# iter_mult

iter_mult/cell_classes.png
Drawn at 2 px/um.
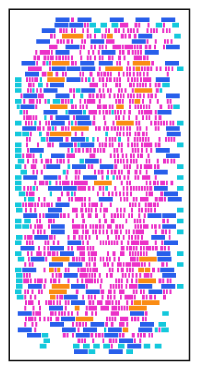

$ cat config.mk
export PLATFORM = sky130hd
export DESIGN_NAME = iter_mult
export DESIGN_NICKNAME = d
export VERILOG_FILES = /design/src/rtl/iter_mult.sv
export SDC_FILE = /design/constraint.sdc
export NUM_CORES = 1
export LEC_CHECK = 0
export ABC_AREA = 1
export CAP_MARGIN = 5
export CORE_ASPECT_RATIO = 2
export CORE_MARGIN = 2
export CORE_UTILIZATION = 50
export CTS_CLUSTER_DIAMETER = 200
export DETAILED_ROUTE_END_ITERATION = 7
export GPL_ROUTABILITY_DRIVEN = 0
export GPL_TIMING_DRIVEN = 0
export PLACE_DENSITY = 0.71
export SYNTH_ARGS = -nofsm -noshare
export SYNTH_HDL_FRONTEND = slang
export SYNTH_SLANG_ARGS = --single-unit
$ cat constraint.sdc
create_clock -name clk_in -period 2.9 [get_ports clk_in]
set_clock_uncertainty 0.15 [all_clocks]
set_input_delay 0.29 -clock clk_in [delete_from_list [all_inputs] [get_ports clk_in]]
set_output_delay 0.29 -clock clk_in [all_outputs]
set_load 0.02 [all_outputs]
$ cat src/rtl/iter_mult.sv
`default_nettype none
// ============================================================================
//  Module      : iter_mult
//  Description : Iterative unsigned multiplier / squarer. Consumes
//                BITS_PER_CYCLE multiplier bits per clock by shift-add and
//                returns the full 2*WIDTH-bit product with a busy/valid
//                handshake.
//  Revision    : 1.0 - initial release
// ============================================================================
module iter_mult #(
    parameter int WIDTH          = 16,
    parameter int BITS_PER_CYCLE = 1
) (
    input  logic                 clk_in,
    input  logic                 rst_in,
    input  logic                 ready_in,
    input  logic                 mode_in,
    input  logic [WIDTH-1:0]     a_in,
    input  logic [WIDTH-1:0]     b_in,
    output logic [2*WIDTH-1:0]   product_out,
    output logic                 busy_out,
    output logic                 valid_out
);

    localparam int c_num_chunks = WIDTH / BITS_PER_CYCLE;
    localparam int c_cnt_w      = (c_num_chunks > 1) ? $clog2(c_num_chunks) : 1;
    localparam logic [c_cnt_w-1:0] c_last_chunk = c_cnt_w'(c_num_chunks - 1);

    localparam logic [1:0] c_s_idle = 2'd0;
    localparam logic [1:0] c_s_run  = 2'd1;
    localparam logic [1:0] c_s_done = 2'd2;

    generate
        if ((BITS_PER_CYCLE < 1) || (BITS_PER_CYCLE > WIDTH) ||
            ((WIDTH % BITS_PER_CYCLE) != 0)) begin : g_bad_bits_per_cycle
            $fatal(1, "iter_mult: BITS_PER_CYCLE must divide WIDTH exactly");
        end
    endgenerate

    logic [1:0]                r_state;
    logic [1:0]                w_state_next;
    logic [c_cnt_w-1:0]        r_cnt;
    // Multiplicand pre-shifted by k*BITS_PER_CYCLE, multiplier shifted down so
    // the current chunk always sits in the low bits.
    logic [2*WIDTH-1:0]        r_mcand;
    logic [WIDTH-1:0]          r_mplier;
    logic [2*WIDTH-1:0]        r_acc;

    logic [BITS_PER_CYCLE-1:0] w_chunk;
    logic [2*WIDTH-1:0]        w_partial;
    logic [2*WIDTH-1:0]        w_acc_next;
    logic                      w_last;

    assign w_chunk    = r_mplier[BITS_PER_CYCLE-1:0];
    assign w_partial  = r_mcand * {{(2*WIDTH-BITS_PER_CYCLE){1'b0}}, w_chunk};
    assign w_acc_next = r_acc + w_partial;
    assign w_last     = (r_cnt == c_last_chunk);

    always_comb begin
        w_state_next = r_state;
        case (r_state)
            c_s_idle: if (ready_in) w_state_next = c_s_run;
            c_s_run:  if (w_last)   w_state_next = c_s_done;
            c_s_done: w_state_next = c_s_idle;
            default:  w_state_next = c_s_idle;
        endcase
    end

    always_ff @(posedge clk_in) begin
        if (rst_in) begin
            r_state     <= c_s_idle;
            r_cnt       <= '0;
            r_mcand     <= '0;
            r_mplier    <= '0;
            r_acc       <= '0;
            product_out <= '0;
        end else begin
            r_state <= w_state_next;
            case (r_state)
                c_s_idle: begin
                    if (ready_in) begin
                        r_mcand  <= {{WIDTH{1'b0}}, a_in};
                        r_mplier <= mode_in ? a_in : b_in;
                        r_acc    <= '0;
                        r_cnt    <= '0;
                    end
                end
                c_s_run: begin
                    r_acc    <= w_acc_next;
                    r_mcand  <= r_mcand << BITS_PER_CYCLE;
                    r_mplier <= r_mplier >> BITS_PER_CYCLE;
                    r_cnt    <= r_cnt + 1'b1;
                    if (w_last) product_out <= w_acc_next;
                end
                default: ;
            endcase
        end
    end

    assign busy_out  = (r_state == c_s_run);
    assign valid_out = (r_state == c_s_done);

endmodule
`default_nettype wire
# rtc_display_core

### config.mk
export PLATFORM = sky130hd
export DESIGN_NAME = rtc_display_core
export DESIGN_NICKNAME = d
export VERILOG_FILES = /design/src/rtl/rtc_pkg.sv /design/src/rtl/seg7_encoder.sv /design/src/rtl/rtc_display_core.sv
export SDC_FILE = /design/constraint.sdc
export NUM_CORES = 1
export LEC_CHECK = 0
export CAP_MARGIN = 20
export CELL_PAD_IN_SITES_DETAIL_PLACEMENT = 1
export CELL_PAD_IN_SITES_GLOBAL_PLACEMENT = 1
export CORE_ASPECT_RATIO = 1.2
export CORE_MARGIN = 5
export CORE_UTILIZATION = 35
export CTS_CLUSTER_SIZE = 8
export DETAILED_ROUTE_END_ITERATION = 7
export GPL_ROUTABILITY_DRIVEN = 0
export PLACE_DENSITY = 0.68
export SYNTH_ARGS = -nofsm -noshare
export SYNTH_HDL_FRONTEND = slang
export SYNTH_SLANG_ARGS = --single-unit
### constraint.sdc
create_clock -name i_clk -period 4.1 [get_ports i_clk]
set_input_delay 0.82 -clock i_clk [delete_from_list [all_inputs] [get_ports i_clk]]
set_output_delay 0.82 -clock i_clk [all_outputs]
set_load 0.01 [all_outputs]
### src/rtl/rtc_pkg.sv
// rtl/rtc_pkg.sv - shared types, 7-segment constants, reset time and BCD helpers for rtc_display_core
package rtc_pkg;

  typedef logic [3:0] bcd_t;

  // Active-high segments ordered {g,f,e,d,c,b,a}
  localparam logic [6:0] SEG_0     = 7'h3F;
  localparam logic [6:0] SEG_1     = 7'h06;
  localparam logic [6:0] SEG_2     = 7'h5B;
  localparam logic [6:0] SEG_3     = 7'h4F;
  localparam logic [6:0] SEG_4     = 7'h66;
  localparam logic [6:0] SEG_5     = 7'h6D;
  localparam logic [6:0] SEG_6     = 7'h7D;
  localparam logic [6:0] SEG_7     = 7'h07;
  localparam logic [6:0] SEG_8     = 7'h7F;
  localparam logic [6:0] SEG_9     = 7'h6F;
  localparam logic [6:0] SEG_BLANK = 7'h00;

  // Reset time: 00:00:00 in 24-hour mode, 12:00:00 AM in 12-hour mode
  localparam logic [7:0] RST_HH_24 = 8'h00;
  localparam logic [7:0] RST_HH_12 = 8'h12;
  localparam logic [7:0] RST_MM    = 8'h00;
  localparam logic [7:0] RST_SS    = 8'h00;
  localparam logic       RST_PM    = 1'b0;

  // True when both nibbles of a packed BCD byte are decimal digits
  function automatic logic bcd_ok(input logic [7:0] v);
    return (v[7:4] <= 4'd9) && (v[3:0] <= 4'd9);
  endfunction

  // Add one to a two-digit BCD value; callers handle the wrap points
  function automatic logic [7:0] bcd_inc(input logic [7:0] v);
    logic [3:0] tens;
    logic [3:0] units;
    tens  = v[7:4];
    units = v[3:0];
    if (units == 4'd9) begin
      return {tens + 4'd1, 4'd0};
    end
    return {tens, units + 4'd1};
  endfunction

endpackage

### src/rtl/seg7_encoder.sv
// rtl/seg7_encoder.sv - BCD digit to active-high 7-segment pattern
module seg7_encoder
  import rtc_pkg::*;
(
  input  bcd_t       i_bcd,
  output logic [6:0] o_seg
);

  // Lookup of the standard digit shapes; non-decimal codes go dark
  always_comb begin
    o_seg = SEG_BLANK;
    case (i_bcd)
      4'd0:    o_seg = SEG_0;
      4'd1:    o_seg = SEG_1;
      4'd2:    o_seg = SEG_2;
      4'd3:    o_seg = SEG_3;
      4'd4:    o_seg = SEG_4;
      4'd5:    o_seg = SEG_5;
      4'd6:    o_seg = SEG_6;
      4'd7:    o_seg = SEG_7;
      4'd8:    o_seg = SEG_8;
      4'd9:    o_seg = SEG_9;
      default: o_seg = SEG_BLANK;
    endcase
  end

endmodule

### src/rtl/rtc_display_core.sv
// rtl/rtc_display_core.sv - BCD real-time clock with 7-segment outputs; alarm built when RTC_ALARM_EN is defined
module rtc_display_core
  import rtc_pkg::*;
#(
  parameter int unsigned DIV      = 100,
  parameter bit          MODE_24H = 1'b1
) (
  input  logic       i_clk,
  input  logic       i_rst,
  input  logic       i_en,
  input  logic       i_load,
  input  logic [7:0] i_load_hh,
  input  logic [7:0] i_load_mm,
  input  logic [7:0] i_load_ss,
  input  logic       i_load_pm,
  input  logic       i_alarm_set,
  input  logic       i_alarm_clr,
  output logic [6:0] d1,
  output logic [6:0] d2,
  output logic [6:0] d3,
  output logic [6:0] d4,
  output logic [6:0] d5,
  output logic [6:0] d6,
  output logic [1:0] o_dpnt,
  output logic       o_pm_am,
  output logic       o_tick,
  output logic       o_load_err,
  output logic       o_alarm
);

  localparam int unsigned    PW        = $clog2(DIV);
  localparam logic [PW-1:0]  PRESC_MAX = PW'(DIV - 1);
  localparam logic [PW-1:0]  PRESC_HLF = PW'(DIV / 2);
  localparam logic [7:0]     RST_HH    = MODE_24H ? RST_HH_24 : RST_HH_12;

  logic [PW-1:0] presc_q, presc_d;
  logic [7:0]    hh_q, hh_d;
  logic [7:0]    mm_q, mm_d;
  logic [7:0]    ss_q, ss_d;
  logic          pm_q, pm_d;
  logic          lerr_q, lerr_d;
  logic          tick;
  logic          load_ok;
  logic          time_upd;
  logic [6:0]    seg_h_t;

  assign tick = i_en && (presc_q == PRESC_MAX);

  // Range check of the load values for the configured hour mode
  always_comb begin
    load_ok = bcd_ok(i_load_hh) && bcd_ok(i_load_mm) && bcd_ok(i_load_ss) &&
              (i_load_mm <= 8'h59) && (i_load_ss <= 8'h59);
    if (MODE_24H) begin
      load_ok = load_ok && (i_load_hh <= 8'h23);
    end else begin
      load_ok = load_ok && (i_load_hh >= 8'h01) && (i_load_hh <= 8'h12);
    end
  end

  // Next-state for prescaler and time: a valid load wins over counting
  always_comb begin
    presc_d  = presc_q;
    hh_d     = hh_q;
    mm_d     = mm_q;
    ss_d     = ss_q;
    pm_d     = pm_q;
    lerr_d   = 1'b0;
    time_upd = 1'b0;
    if (i_load && load_ok) begin
      hh_d     = i_load_hh;
      mm_d     = i_load_mm;
      ss_d     = i_load_ss;
      pm_d     = MODE_24H ? 1'b0 : i_load_pm;
      presc_d  = '0;
      time_upd = 1'b1;
    end else begin
      lerr_d = i_load;
      if (i_en) begin
        presc_d = tick ? '0 : presc_q + PW'(1);
      end
      if (tick) begin
        time_upd = 1'b1;
        if (ss_q == 8'h59) begin
          ss_d = 8'h00;
          if (mm_q == 8'h59) begin
            mm_d = 8'h00;
            if (MODE_24H) begin
              hh_d = (hh_q == 8'h23) ? 8'h00 : bcd_inc(hh_q);
            end else if (hh_q == 8'h12) begin
              hh_d = 8'h01;
            end else begin
              hh_d = bcd_inc(hh_q);
              if (hh_q == 8'h11) begin
                pm_d = ~pm_q;
              end
            end
          end else begin
            mm_d = bcd_inc(mm_q);
          end
        end else begin
          ss_d = bcd_inc(ss_q);
        end
      end
    end
  end

  // Time and prescaler registers with synchronous active-low reset
  always_ff @(posedge i_clk) begin
    if (!i_rst) begin
      presc_q <= '0;
      hh_q    <= RST_HH;
      mm_q    <= RST_MM;
      ss_q    <= RST_SS;
      pm_q    <= RST_PM;
      lerr_q  <= 1'b0;
    end else begin
      presc_q <= presc_d;
      hh_q    <= hh_d;
      mm_q    <= mm_d;
      ss_q    <= ss_d;
      pm_q    <= pm_d;
      lerr_q  <= lerr_d;
    end
  end

`ifdef RTC_ALARM_EN
  logic [7:0] al_hh_q, al_hh_d;
  logic [7:0] al_mm_q, al_mm_d;
  logic       al_pm_q, al_pm_d;
  logic       armed_q, armed_d;
  logic       alarm_q, alarm_d;
  logic       al_hit;

  // Alarm capture, match against the freshly computed time, sticky flag
  always_comb begin
    al_hh_d = al_hh_q;
    al_mm_d = al_mm_q;
    al_pm_d = al_pm_q;
    armed_d = armed_q;
    alarm_d = alarm_q;
    al_hit  = armed_q && time_upd && (ss_d == 8'h00) &&
              (hh_d == al_hh_q) && (mm_d == al_mm_q) &&
              (MODE_24H || (pm_d == al_pm_q));
    if (i_alarm_set) begin
      al_hh_d = i_load_hh;
      al_mm_d = i_load_mm;
      al_pm_d = MODE_24H ? 1'b0 : i_load_pm;
      armed_d = 1'b1;
    end
    if (al_hit) begin
      alarm_d = 1'b1;
    end else if (i_alarm_clr) begin
      alarm_d = 1'b0;
    end
  end

  // Alarm registers; reset disarms and zeroes the alarm time
  always_ff @(posedge i_clk) begin
    if (!i_rst) begin
      al_hh_q <= 8'h00;
      al_mm_q <= 8'h00;
      al_pm_q <= 1'b0;
      armed_q <= 1'b0;
      alarm_q <= 1'b0;
    end else begin
      al_hh_q <= al_hh_d;
      al_mm_q <= al_mm_d;
      al_pm_q <= al_pm_d;
      armed_q <= armed_d;
      alarm_q <= alarm_d;
    end
  end

  assign o_alarm = alarm_q;
`else
  logic unused_alarm;
  assign unused_alarm = ^{i_alarm_set, i_alarm_clr, time_upd};
  assign o_alarm      = 1'b0;
`endif

  assign o_tick     = tick;
  assign o_load_err = lerr_q;
  assign o_pm_am    = MODE_24H ? 1'b0 : pm_q;
  assign o_dpnt     = (presc_q < PRESC_HLF) ? 2'b11 : 2'b00;

  seg7_encoder u_seg_s_u (.i_bcd(ss_q[3:0]), .o_seg(d1));
  seg7_encoder u_seg_s_t (.i_bcd(ss_q[7:4]), .o_seg(d2));
  seg7_encoder u_seg_m_u (.i_bcd(mm_q[3:0]), .o_seg(d3));
  seg7_encoder u_seg_m_t (.i_bcd(mm_q[7:4]), .o_seg(d4));
  seg7_encoder u_seg_h_u (.i_bcd(hh_q[3:0]), .o_seg(d5));
  seg7_encoder u_seg_h_t (.i_bcd(hh_q[7:4]), .o_seg(seg_h_t));

  // Leading hour zero is suppressed only on the 12-hour display
  assign d6 = (!MODE_24H && (hh_q[7:4] == 4'd0)) ? SEG_BLANK : seg_h_t;

endmodule


==> screenshots <==
Clock wires, drivers and flops.
Drawn at 2 px/um.
panel A
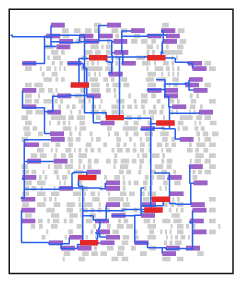
panel B
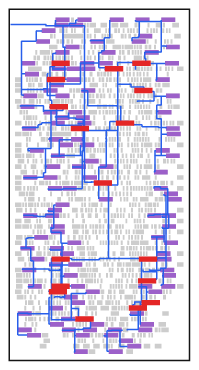
Of these, most sequential cells: panel B
For iter_mult, see panel B.
For rtc_display_core, see panel A.

Key to panel B:
- blue: clock wires (length 1,740 um)
- purple: flip-flops (count 118)
- red: cells driving clock nets (count 17)
- routed clock nets: 18

iter_mult/registers.png
Drawn at 2 px/um.
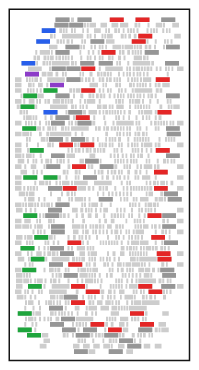
- blue: r_cnt (placed flops 4; where top left)
- green: r_mplier (placed flops 16)
- purple: r_state (placed flops 2)
- red: r_acc (placed flops 32)
- not coloured: 64

Notes on iter_mult/cell_classes.png above:
- magenta: all other logic (cells 1,045)
- orange: clock drivers and dummy loads (cells 32)
- cyan: other buffers and delay cells (cells 112)
- blue: flip-flops (cells 118)

==> impl_metrics.csv, iter_mult <==
group,metric,value,unit
cts,clockBufferDepth,2,
synth,ys_sh_mux,0,%
synth,ys_sh_simple,36.3,%
run,max-cap-violations,0,
floorplanning,num_io_pins,70,
synth,top_cell_area_share,32.4,%
synth,adder_share,5.76,%
setup_path,worst_setup_path_end_kind,"flop",
sta,fin_setup_tns,0,ns
setup_path,r2r_slack,0.24,ns
pwr,p_total,4.17,mW
sta,slew_violations,0,
synth,top_logic_kind,"simple AND/OR/NAND/NOR gates",
finish,layoutNonFillerInstCount,1499,
setup_path,crit_path_start,"r_mplier[0]",
setup_path,r2r-end,"product_out[24]",
floorplanning,core_area,0.0144,mm^2
sta,timing.final.ws_setup,0.237,ns
setup_path,startpoint_type,"flop",
pwr,p_int,3.07,mW
routing,drt-initial-drc-count,317,
finish,final_util,61.4,%
grt,antenna_found_initial,0,
finish,nNetsFinal,1363,
setup_path,critical_path.top_delay_family,"simple AND/OR/NAND/NOR gates",
synth,synth_top_cell_by_count,"nand2_1",
routing,dr.pass1.iters,5,
floorplanning,fp_util,50.9,%
cts,clkSlewWorstSetupHoldPaths,0.06,ns
grt,gr-usage-met2,51.2,%
routing,drc,0,
setup_path,r2r_start,"r_mplier[0]",
finish,lay_top_count,"nand2_1",
placement,placed_cells,1468,
setup_path,critical-path-slowest-cell,"dfxtp_1",
cts,tritoncts,"done",
setup_path,path_max_fanout,10,
synth,synth_seq_share,32.4,%
synth,avgSynthCellArea,6.04,um^2
pwr,p_clk,2.15,mW
routing,vias_per_cell,4.94,
setup_path,cp_cell_sequence,"clkbuf_4 > nand2_1 > inv_1 > ha_1 > nand2_1 > nor2_1 > and2_1 > nand2_1 > nand2_1 > nand2_1 > nand2_1 > nand2_1 > nand2_1 > nand2_1 > nand2_1 > inv_1",
routing,wl_met3,765,um
outcome,status,"finished, final reports clean",
sta,whs,0.0595,ns
## iter_mult: cells by family (layout without fill, tap and decap cells)
logic type,count (synthesis),count (layout)
XOR/XNOR,16,16
buffers and inverters,244,342
flip-flops,118,118
AND-OR/OR-AND,130,130
AND/OR/NAND/NOR,668,668
adder cells (fa/ha/maj),33,33
## iter_mult: area by class of cell
type | count | area (um^2)
multi-input cells | 847 | 3960
repair buffers | 67 | 671
clock buffers | 17 | 425
flip-flops and latches | 118 | 2360
plain buffers | 45 | 236
well taps | 192 | 240
fillers | 1450 | 5540
inverters | 198 | 743
clock inverters | 15 | 171
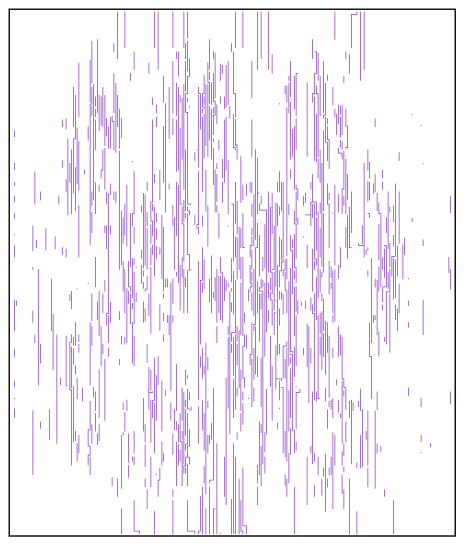
rtc_display_core/met2.png
Drawn at 4 px/um.
- longest straight run: 43.2 um
- main direction: vertical
DR vias: 3,834
drt total wl: 11,900 um
met2 usage: 29.9%

==> impl_metrics.csv, rtc_display_core <==
group,metric,value,unit
pwr,clockPowerShare,51.8,%
grt,grt_pass1_vias,4046,
setup_path,worst-path-buf-inv,3,
routing,dr.pass1.iters,4,
synth,synthCells,478,
setup_path,r2r.worst_path.cells,10,
setup_path,startpoint_type,"primary input",
finish,area_growth,30.2,%
routing,wl_per_cell,16.4,um
routing,highest_layer,"met4",
synth,edf_count,0,
min_path,hold_end,"presc_q[0]",
grt,grt.total_usage,16.4,%
finish,diodes,0,
routing,drc,0,
setup_path,crit_type,"primary input to output pin",
setup_path,r2r-end,"u_seg_h_u.o_seg[0]",
grt,busiest_layer,"met2",
finish,reg_top3,"hh_q: 8 flops, mm_q: 8 flops, ss_q: 8 flops",
sta,fin_setup_tns,0,ns
finish,final_util,46.3,%
grt,grt_max_degree,21,
cts,post_cts_buffers,0,
pwr,p_total,1.68,mW
sta,grt_setup_unrepaired,"false",
finish,mi_logic_area,0.00258,mm^2
cts,h-tree-depth,3,
finish,sh_comb_area,46.2,%
synth,topCellsByArea,"dfxtp_1, ha_1, o21ai_0, mux2i_1, inv_1",
cts,insertion_delay,0.34,ns
outcome,status,"finished, final reports clean",
cts,clockBufferDepth,2,
grt,antenna_found_initial,0,
rtc_display_core: cell usage in the layout (no fill, tap or decap), types with 4 or more instances in the layout:
master / n
a211oi_1: 6
a21o_1: 12
a21oi_1: 20
a31oi_1: 9
and3b_1: 5
buf_4: 18
clkbuf_16: 9
clkdlybuf4s50_1: 73
dfxtp_1: 74
ha_1: 49
inv_1: 30
mux2i_1: 15
nand2_1: 29
nand3_1: 13
nand4_1: 7
nor2_1: 28
nor3_1: 12
nor4_1: 4
o211a_1: 4
o21ai_0: 33
o21ai_1: 9
o22ai_1: 5
o31ai_1: 6
or3_1: 4
xnor2_1: 6

# uart_tx_cfg_flat

uart_tx_cfg_flat/final_placement.png
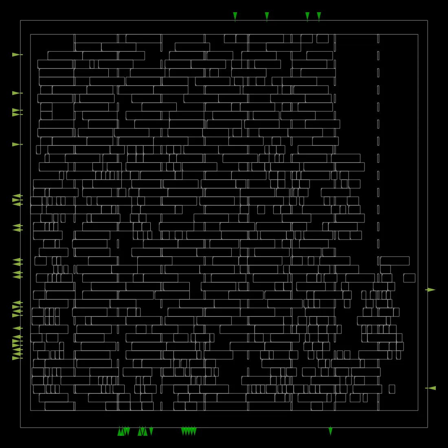
uart_tx_cfg_flat/port_nets.png
Drawn at 4 px/um.
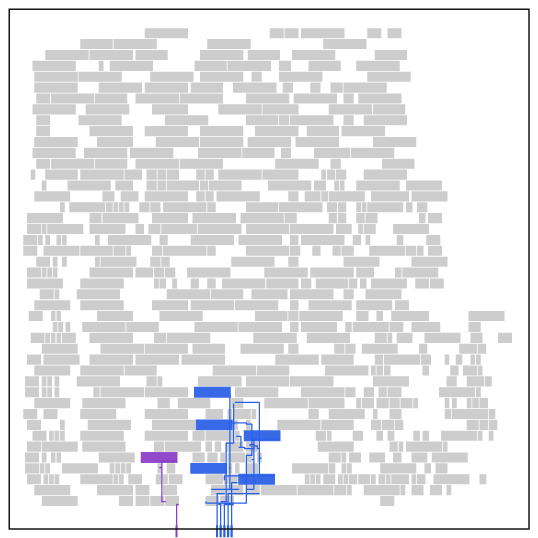
[src/rtl/uart_tx_cfg_if.sv]
// Host-side bundle for uart_tx_cfg: write strobe/data in, serial line and FIFO status out.
interface uart_tx_cfg_if #(
  parameter int unsigned FIFO_DEPTH = 16
);
  localparam int unsigned CNT_W = $clog2(FIFO_DEPTH + 1);

  logic             load;
  logic [15:0]      in;
  logic             clr_ovf;
  logic             TX;
  logic [15:0]      out;
  logic             tx_busy;
  logic             fifo_full;
  logic [CNT_W-1:0] fifo_count;
  logic             overflow;

  modport master (
    output load, in, clr_ovf,
    input  TX, out, tx_busy, fifo_full, fifo_count, overflow
  );

  modport slave (
    input  load, in, clr_ovf,
    output TX, out, tx_busy, fifo_full, fifo_count, overflow
  );
endinterface

[src/rtl/uart_tx_cfg.sv]
// Configurable UART transmitter with a write FIFO; frame format (data bits, parity, stop bits)
// and bit timing are fixed by parameters.
module uart_tx_cfg #(
  parameter int unsigned CLK_FREQ   = 100000000,
  parameter int unsigned BAUD_RATE  = 115200,
  parameter int unsigned DATA_BITS  = 8,
  parameter int unsigned PARITY     = 0,
  parameter int unsigned STOP_BITS  = 1,
  parameter int unsigned FIFO_DEPTH = 16
) (
  input logic          CLK_100MHz,
  input logic          RST_N,
  uart_tx_cfg_if.slave tx_if
);

  localparam int unsigned BIT_PERIOD = CLK_FREQ / BAUD_RATE;
  localparam int unsigned CYC_W      = $clog2(BIT_PERIOD);
  localparam int unsigned PTR_W      = $clog2(FIFO_DEPTH);
  localparam int unsigned CNT_W      = $clog2(FIFO_DEPTH + 1);

  localparam logic [2:0] ST_IDLE   = 3'd0;
  localparam logic [2:0] ST_START  = 3'd1;
  localparam logic [2:0] ST_DATA   = 3'd2;
  localparam logic [2:0] ST_PARITY = 3'd3;
  localparam logic [2:0] ST_STOP   = 3'd4;

  logic [DATA_BITS-1:0] mem_q [FIFO_DEPTH];
  logic [PTR_W-1:0]     wptr_q, rptr_q;
  logic [CNT_W-1:0]     count_q;
  logic [15:0]          out_q;
  logic                 ovf_q;

  logic [2:0]           state_q, state_d;
  logic [CYC_W-1:0]     cyc_q, cyc_d;
  logic [3:0]           bit_q, bit_d;
  logic [DATA_BITS-1:0] shreg_q, shreg_d;
  logic                 par_q, par_d;
  logic                 tx_q, tx_d;

  logic                 full, push, pop, launch, bit_end;
  logic [DATA_BITS-1:0] head;

  assign full    = (count_q == CNT_W'(FIFO_DEPTH));
  assign push    = tx_if.load && !full;
  assign pop     = launch;
  assign head    = mem_q[rptr_q];
  assign bit_end = (cyc_q == CYC_W'(BIT_PERIOD - 1));

  // A pop on the same edge never frees a slot for a push: full is sampled pre-edge.
  always_ff @(posedge CLK_100MHz or negedge RST_N) begin
    if (!RST_N) begin
      wptr_q  <= '0;
      rptr_q  <= '0;
      count_q <= '0;
      out_q   <= '0;
      ovf_q   <= 1'b0;
    end else begin
      if (push) begin
        wptr_q <= wptr_q + 1'b1;
        out_q  <= tx_if.in;
      end
      if (pop) begin
        rptr_q <= rptr_q + 1'b1;
      end
      count_q <= count_q + CNT_W'(push) - CNT_W'(pop);
      if (tx_if.load && full) begin
        ovf_q <= 1'b1;
      end else if (tx_if.clr_ovf) begin
        ovf_q <= 1'b0;
      end
    end
  end

  always_ff @(posedge CLK_100MHz) begin
    if (push) begin
      mem_q[wptr_q] <= tx_if.in[DATA_BITS-1:0];
    end
  end

  always_comb begin
    state_d = state_q;
    cyc_d   = cyc_q + 1'b1;
    bit_d   = bit_q;
    shreg_d = shreg_q;
    par_d   = par_q;
    tx_d    = tx_q;
    launch  = 1'b0;
    case (state_q)
      ST_IDLE: begin
        cyc_d  = '0;
        launch = (count_q != '0);
      end
      ST_START: begin
        if (bit_end) begin
          state_d = ST_DATA;
          cyc_d   = '0;
          bit_d   = '0;
          tx_d    = shreg_q[0];
        end
      end
      ST_DATA: begin
        if (bit_end) begin
          cyc_d = '0;
          if (bit_q == 4'(DATA_BITS - 1)) begin
            bit_d = '0;
            if (PARITY != 0) begin
              state_d = ST_PARITY;
              tx_d    = par_q;
            end else begin
              state_d = ST_STOP;
              tx_d    = 1'b1;
            end
          end else begin
            bit_d   = bit_q + 1'b1;
            shreg_d = shreg_q >> 1;
            tx_d    = shreg_q[1];
          end
        end
      end
      ST_PARITY: begin
        if (bit_end) begin
          state_d = ST_STOP;
          cyc_d   = '0;
          bit_d   = '0;
          tx_d    = 1'b1;
        end
      end
      ST_STOP: begin
        if (bit_end) begin
          cyc_d = '0;
          if (bit_q == 4'(STOP_BITS - 1)) begin
            bit_d   = '0;
            state_d = ST_IDLE;
            tx_d    = 1'b1;
            launch  = (count_q != '0);
          end else begin
            bit_d = bit_q + 1'b1;
          end
        end
      end
      default: begin
        state_d = ST_IDLE;
        cyc_d   = '0;
        bit_d   = '0;
        tx_d    = 1'b1;
      end
    endcase
    // Starting a frame pops the head and drives the start bit on the same edge.
    if (launch) begin
      state_d = ST_START;
      cyc_d   = '0;
      bit_d   = '0;
      tx_d    = 1'b0;
      shreg_d = head;
      par_d   = (PARITY == 1) ? ~^head : ^head;
    end
  end

  always_ff @(posedge CLK_100MHz or negedge RST_N) begin
    if (!RST_N) begin
      state_q <= ST_IDLE;
      cyc_q   <= '0;
      bit_q   <= '0;
      shreg_q <= '0;
      par_q   <= 1'b0;
      tx_q    <= 1'b1;
    end else begin
      state_q <= state_d;
      cyc_q   <= cyc_d;
      bit_q   <= bit_d;
      shreg_q <= shreg_d;
      par_q   <= par_d;
      tx_q    <= tx_d;
    end
  end

  assign tx_if.TX         = tx_q;
  assign tx_if.out        = out_q;
  assign tx_if.tx_busy    = (state_q != ST_IDLE) || (count_q != '0);
  assign tx_if.fifo_full  = full;
  assign tx_if.fifo_count = count_q;
  assign tx_if.overflow   = ovf_q;

endmodule

[src/flat_wrapper.sv]
// flat-port wrapper written by rule: the top's interface ports become plain ports
module uart_tx_cfg_flat 
#(
  parameter int unsigned CLK_FREQ   = 100000000,
  parameter int unsigned BAUD_RATE  = 115200,
  parameter int unsigned DATA_BITS  = 8,
  parameter int unsigned PARITY     = 0,
  parameter int unsigned STOP_BITS  = 1,
  parameter int unsigned FIFO_DEPTH = 16
)
  (CLK_100MHz, RST_N, tx_if_load, tx_if_in, tx_if_clr_ovf, tx_if_TX, tx_if_out, tx_if_tx_busy, tx_if_fifo_full, tx_if_fifo_count, tx_if_overflow);
  uart_tx_cfg_if #(.FIFO_DEPTH(FIFO_DEPTH)) tx_if_i ();
  input logic CLK_100MHz;
  input logic RST_N;
  input wire logic [$bits(tx_if_i.load)-1:0] tx_if_load;
  input wire logic [$bits(tx_if_i.in)-1:0] tx_if_in;
  input wire logic [$bits(tx_if_i.clr_ovf)-1:0] tx_if_clr_ovf;
  output wire logic [$bits(tx_if_i.TX)-1:0] tx_if_TX;
  output wire logic [$bits(tx_if_i.out)-1:0] tx_if_out;
  output wire logic [$bits(tx_if_i.tx_busy)-1:0] tx_if_tx_busy;
  output wire logic [$bits(tx_if_i.fifo_full)-1:0] tx_if_fifo_full;
  output wire logic [$bits(tx_if_i.fifo_count)-1:0] tx_if_fifo_count;
  output wire logic [$bits(tx_if_i.overflow)-1:0] tx_if_overflow;
  assign tx_if_i.load = tx_if_load;
  assign tx_if_i.in = tx_if_in;
  assign tx_if_i.clr_ovf = tx_if_clr_ovf;
  assign tx_if_TX = tx_if_i.TX;
  assign tx_if_out = tx_if_i.out;
  assign tx_if_tx_busy = tx_if_i.tx_busy;
  assign tx_if_fifo_full = tx_if_i.fifo_full;
  assign tx_if_fifo_count = tx_if_i.fifo_count;
  assign tx_if_overflow = tx_if_i.overflow;
  uart_tx_cfg #(.CLK_FREQ(CLK_FREQ), .BAUD_RATE(BAUD_RATE), .DATA_BITS(DATA_BITS), .PARITY(PARITY), .STOP_BITS(STOP_BITS), .FIFO_DEPTH(FIFO_DEPTH)) u_core (.CLK_100MHz(CLK_100MHz), .RST_N(RST_N), .tx_if(tx_if_i));
endmodule
[config.mk]
export PLATFORM = sky130hd
export DESIGN_NAME = uart_tx_cfg_flat
export DESIGN_NICKNAME = d
export VERILOG_FILES = /design/src/rtl/uart_tx_cfg_if.sv /design/src/rtl/uart_tx_cfg.sv /design/src/flat_wrapper.sv
export SDC_FILE = /design/constraint.sdc
export NUM_CORES = 1
export LEC_CHECK = 0
export CAP_MARGIN = 20
export CORE_MARGIN = 3
export CORE_UTILIZATION = 50
export DETAILED_ROUTE_END_ITERATION = 10
export PLACE_DENSITY = 0.66
export SKIP_CTS_REPAIR_TIMING = 1
export SLEW_MARGIN = 0
export SYNTH_ARGS = -nofsm -noshare
export SYNTH_HDL_FRONTEND = slang
export SYNTH_SLANG_ARGS = --single-unit
[constraint.sdc]
create_clock -name CLK_100MHz -period 3.4 [get_ports CLK_100MHz]
set_input_delay 0.51 -clock CLK_100MHz [delete_from_list [all_inputs] [get_ports CLK_100MHz]]
set_output_delay 0.51 -clock CLK_100MHz [all_outputs]
set_load 0.01 [all_outputs]
==> impl_metrics.csv <==
group,metric,value,unit
cts,tritoncts,"done",
outcome,status,"finished, final reports clean",
synth,adder_share,2.56,%
placement,io_buffer_count,44,
synth,topCellsByArea,"edfxtp_1, dfrtp_1, mux4_2, nand2_1, ha_1",
grt,grt-ovfl-total,0,
setup_path,crit_arrival,3.26,ns
sta,slew_violations,0,
finish,seq_area_share,59.2,%
finish,nNetsFinal,584,
routing,wl_met2,7180,um
setup_path,critical-path-slowest-cell,"or3b_1",
cts,cts_buffers,17,
finish,inv_count,18,
pwr,p_seq_share,51.1,%
sta,grt_setup_unrepaired,"false",
run,warning_count,31,
synth,ys_sh_simple,9.57,%
routing,wl_per_cell,20.0,um
grt,grt_pass1_wl,24100,um
setup_path,path_max_fanout,5,
floorplanning,num_tap_cells,184,
About uart_tx_cfg_flat/final_placement.png:
core area: 0.0148 mm^2
row count: 44
fin cells: 746
post-layout util: 60.1%

About uart_tx_cfg_flat/port_nets.png:
- purple: tx_if_overflow (direction output; edge bottom; end cells 1; buffers 1; wire 21.5 um)
- blue: tx_if_fifo_count (direction output; edge bottom; end cells 5; buffers 5; wire 220 um)

-- through the flow --
step	worst slack, ns	power, mW	util, %	std cells	instance area, um^2
2_1_floorplan	0.499	3.25	-	495	7630
3_3_place_gp	0.594	3.58	56.2	714	8290
3_5_place_dp	0.511	3.61	56.2	714	8290
4_1_cts	0.479	5.49	60.1	746	8860
5_1_grt	0.236	5.69	60.1	746	8860
6_report	0.485	5.45	60.1	746	8860

Power figures rest on the tool's default switching activity, not on a simulated workload.
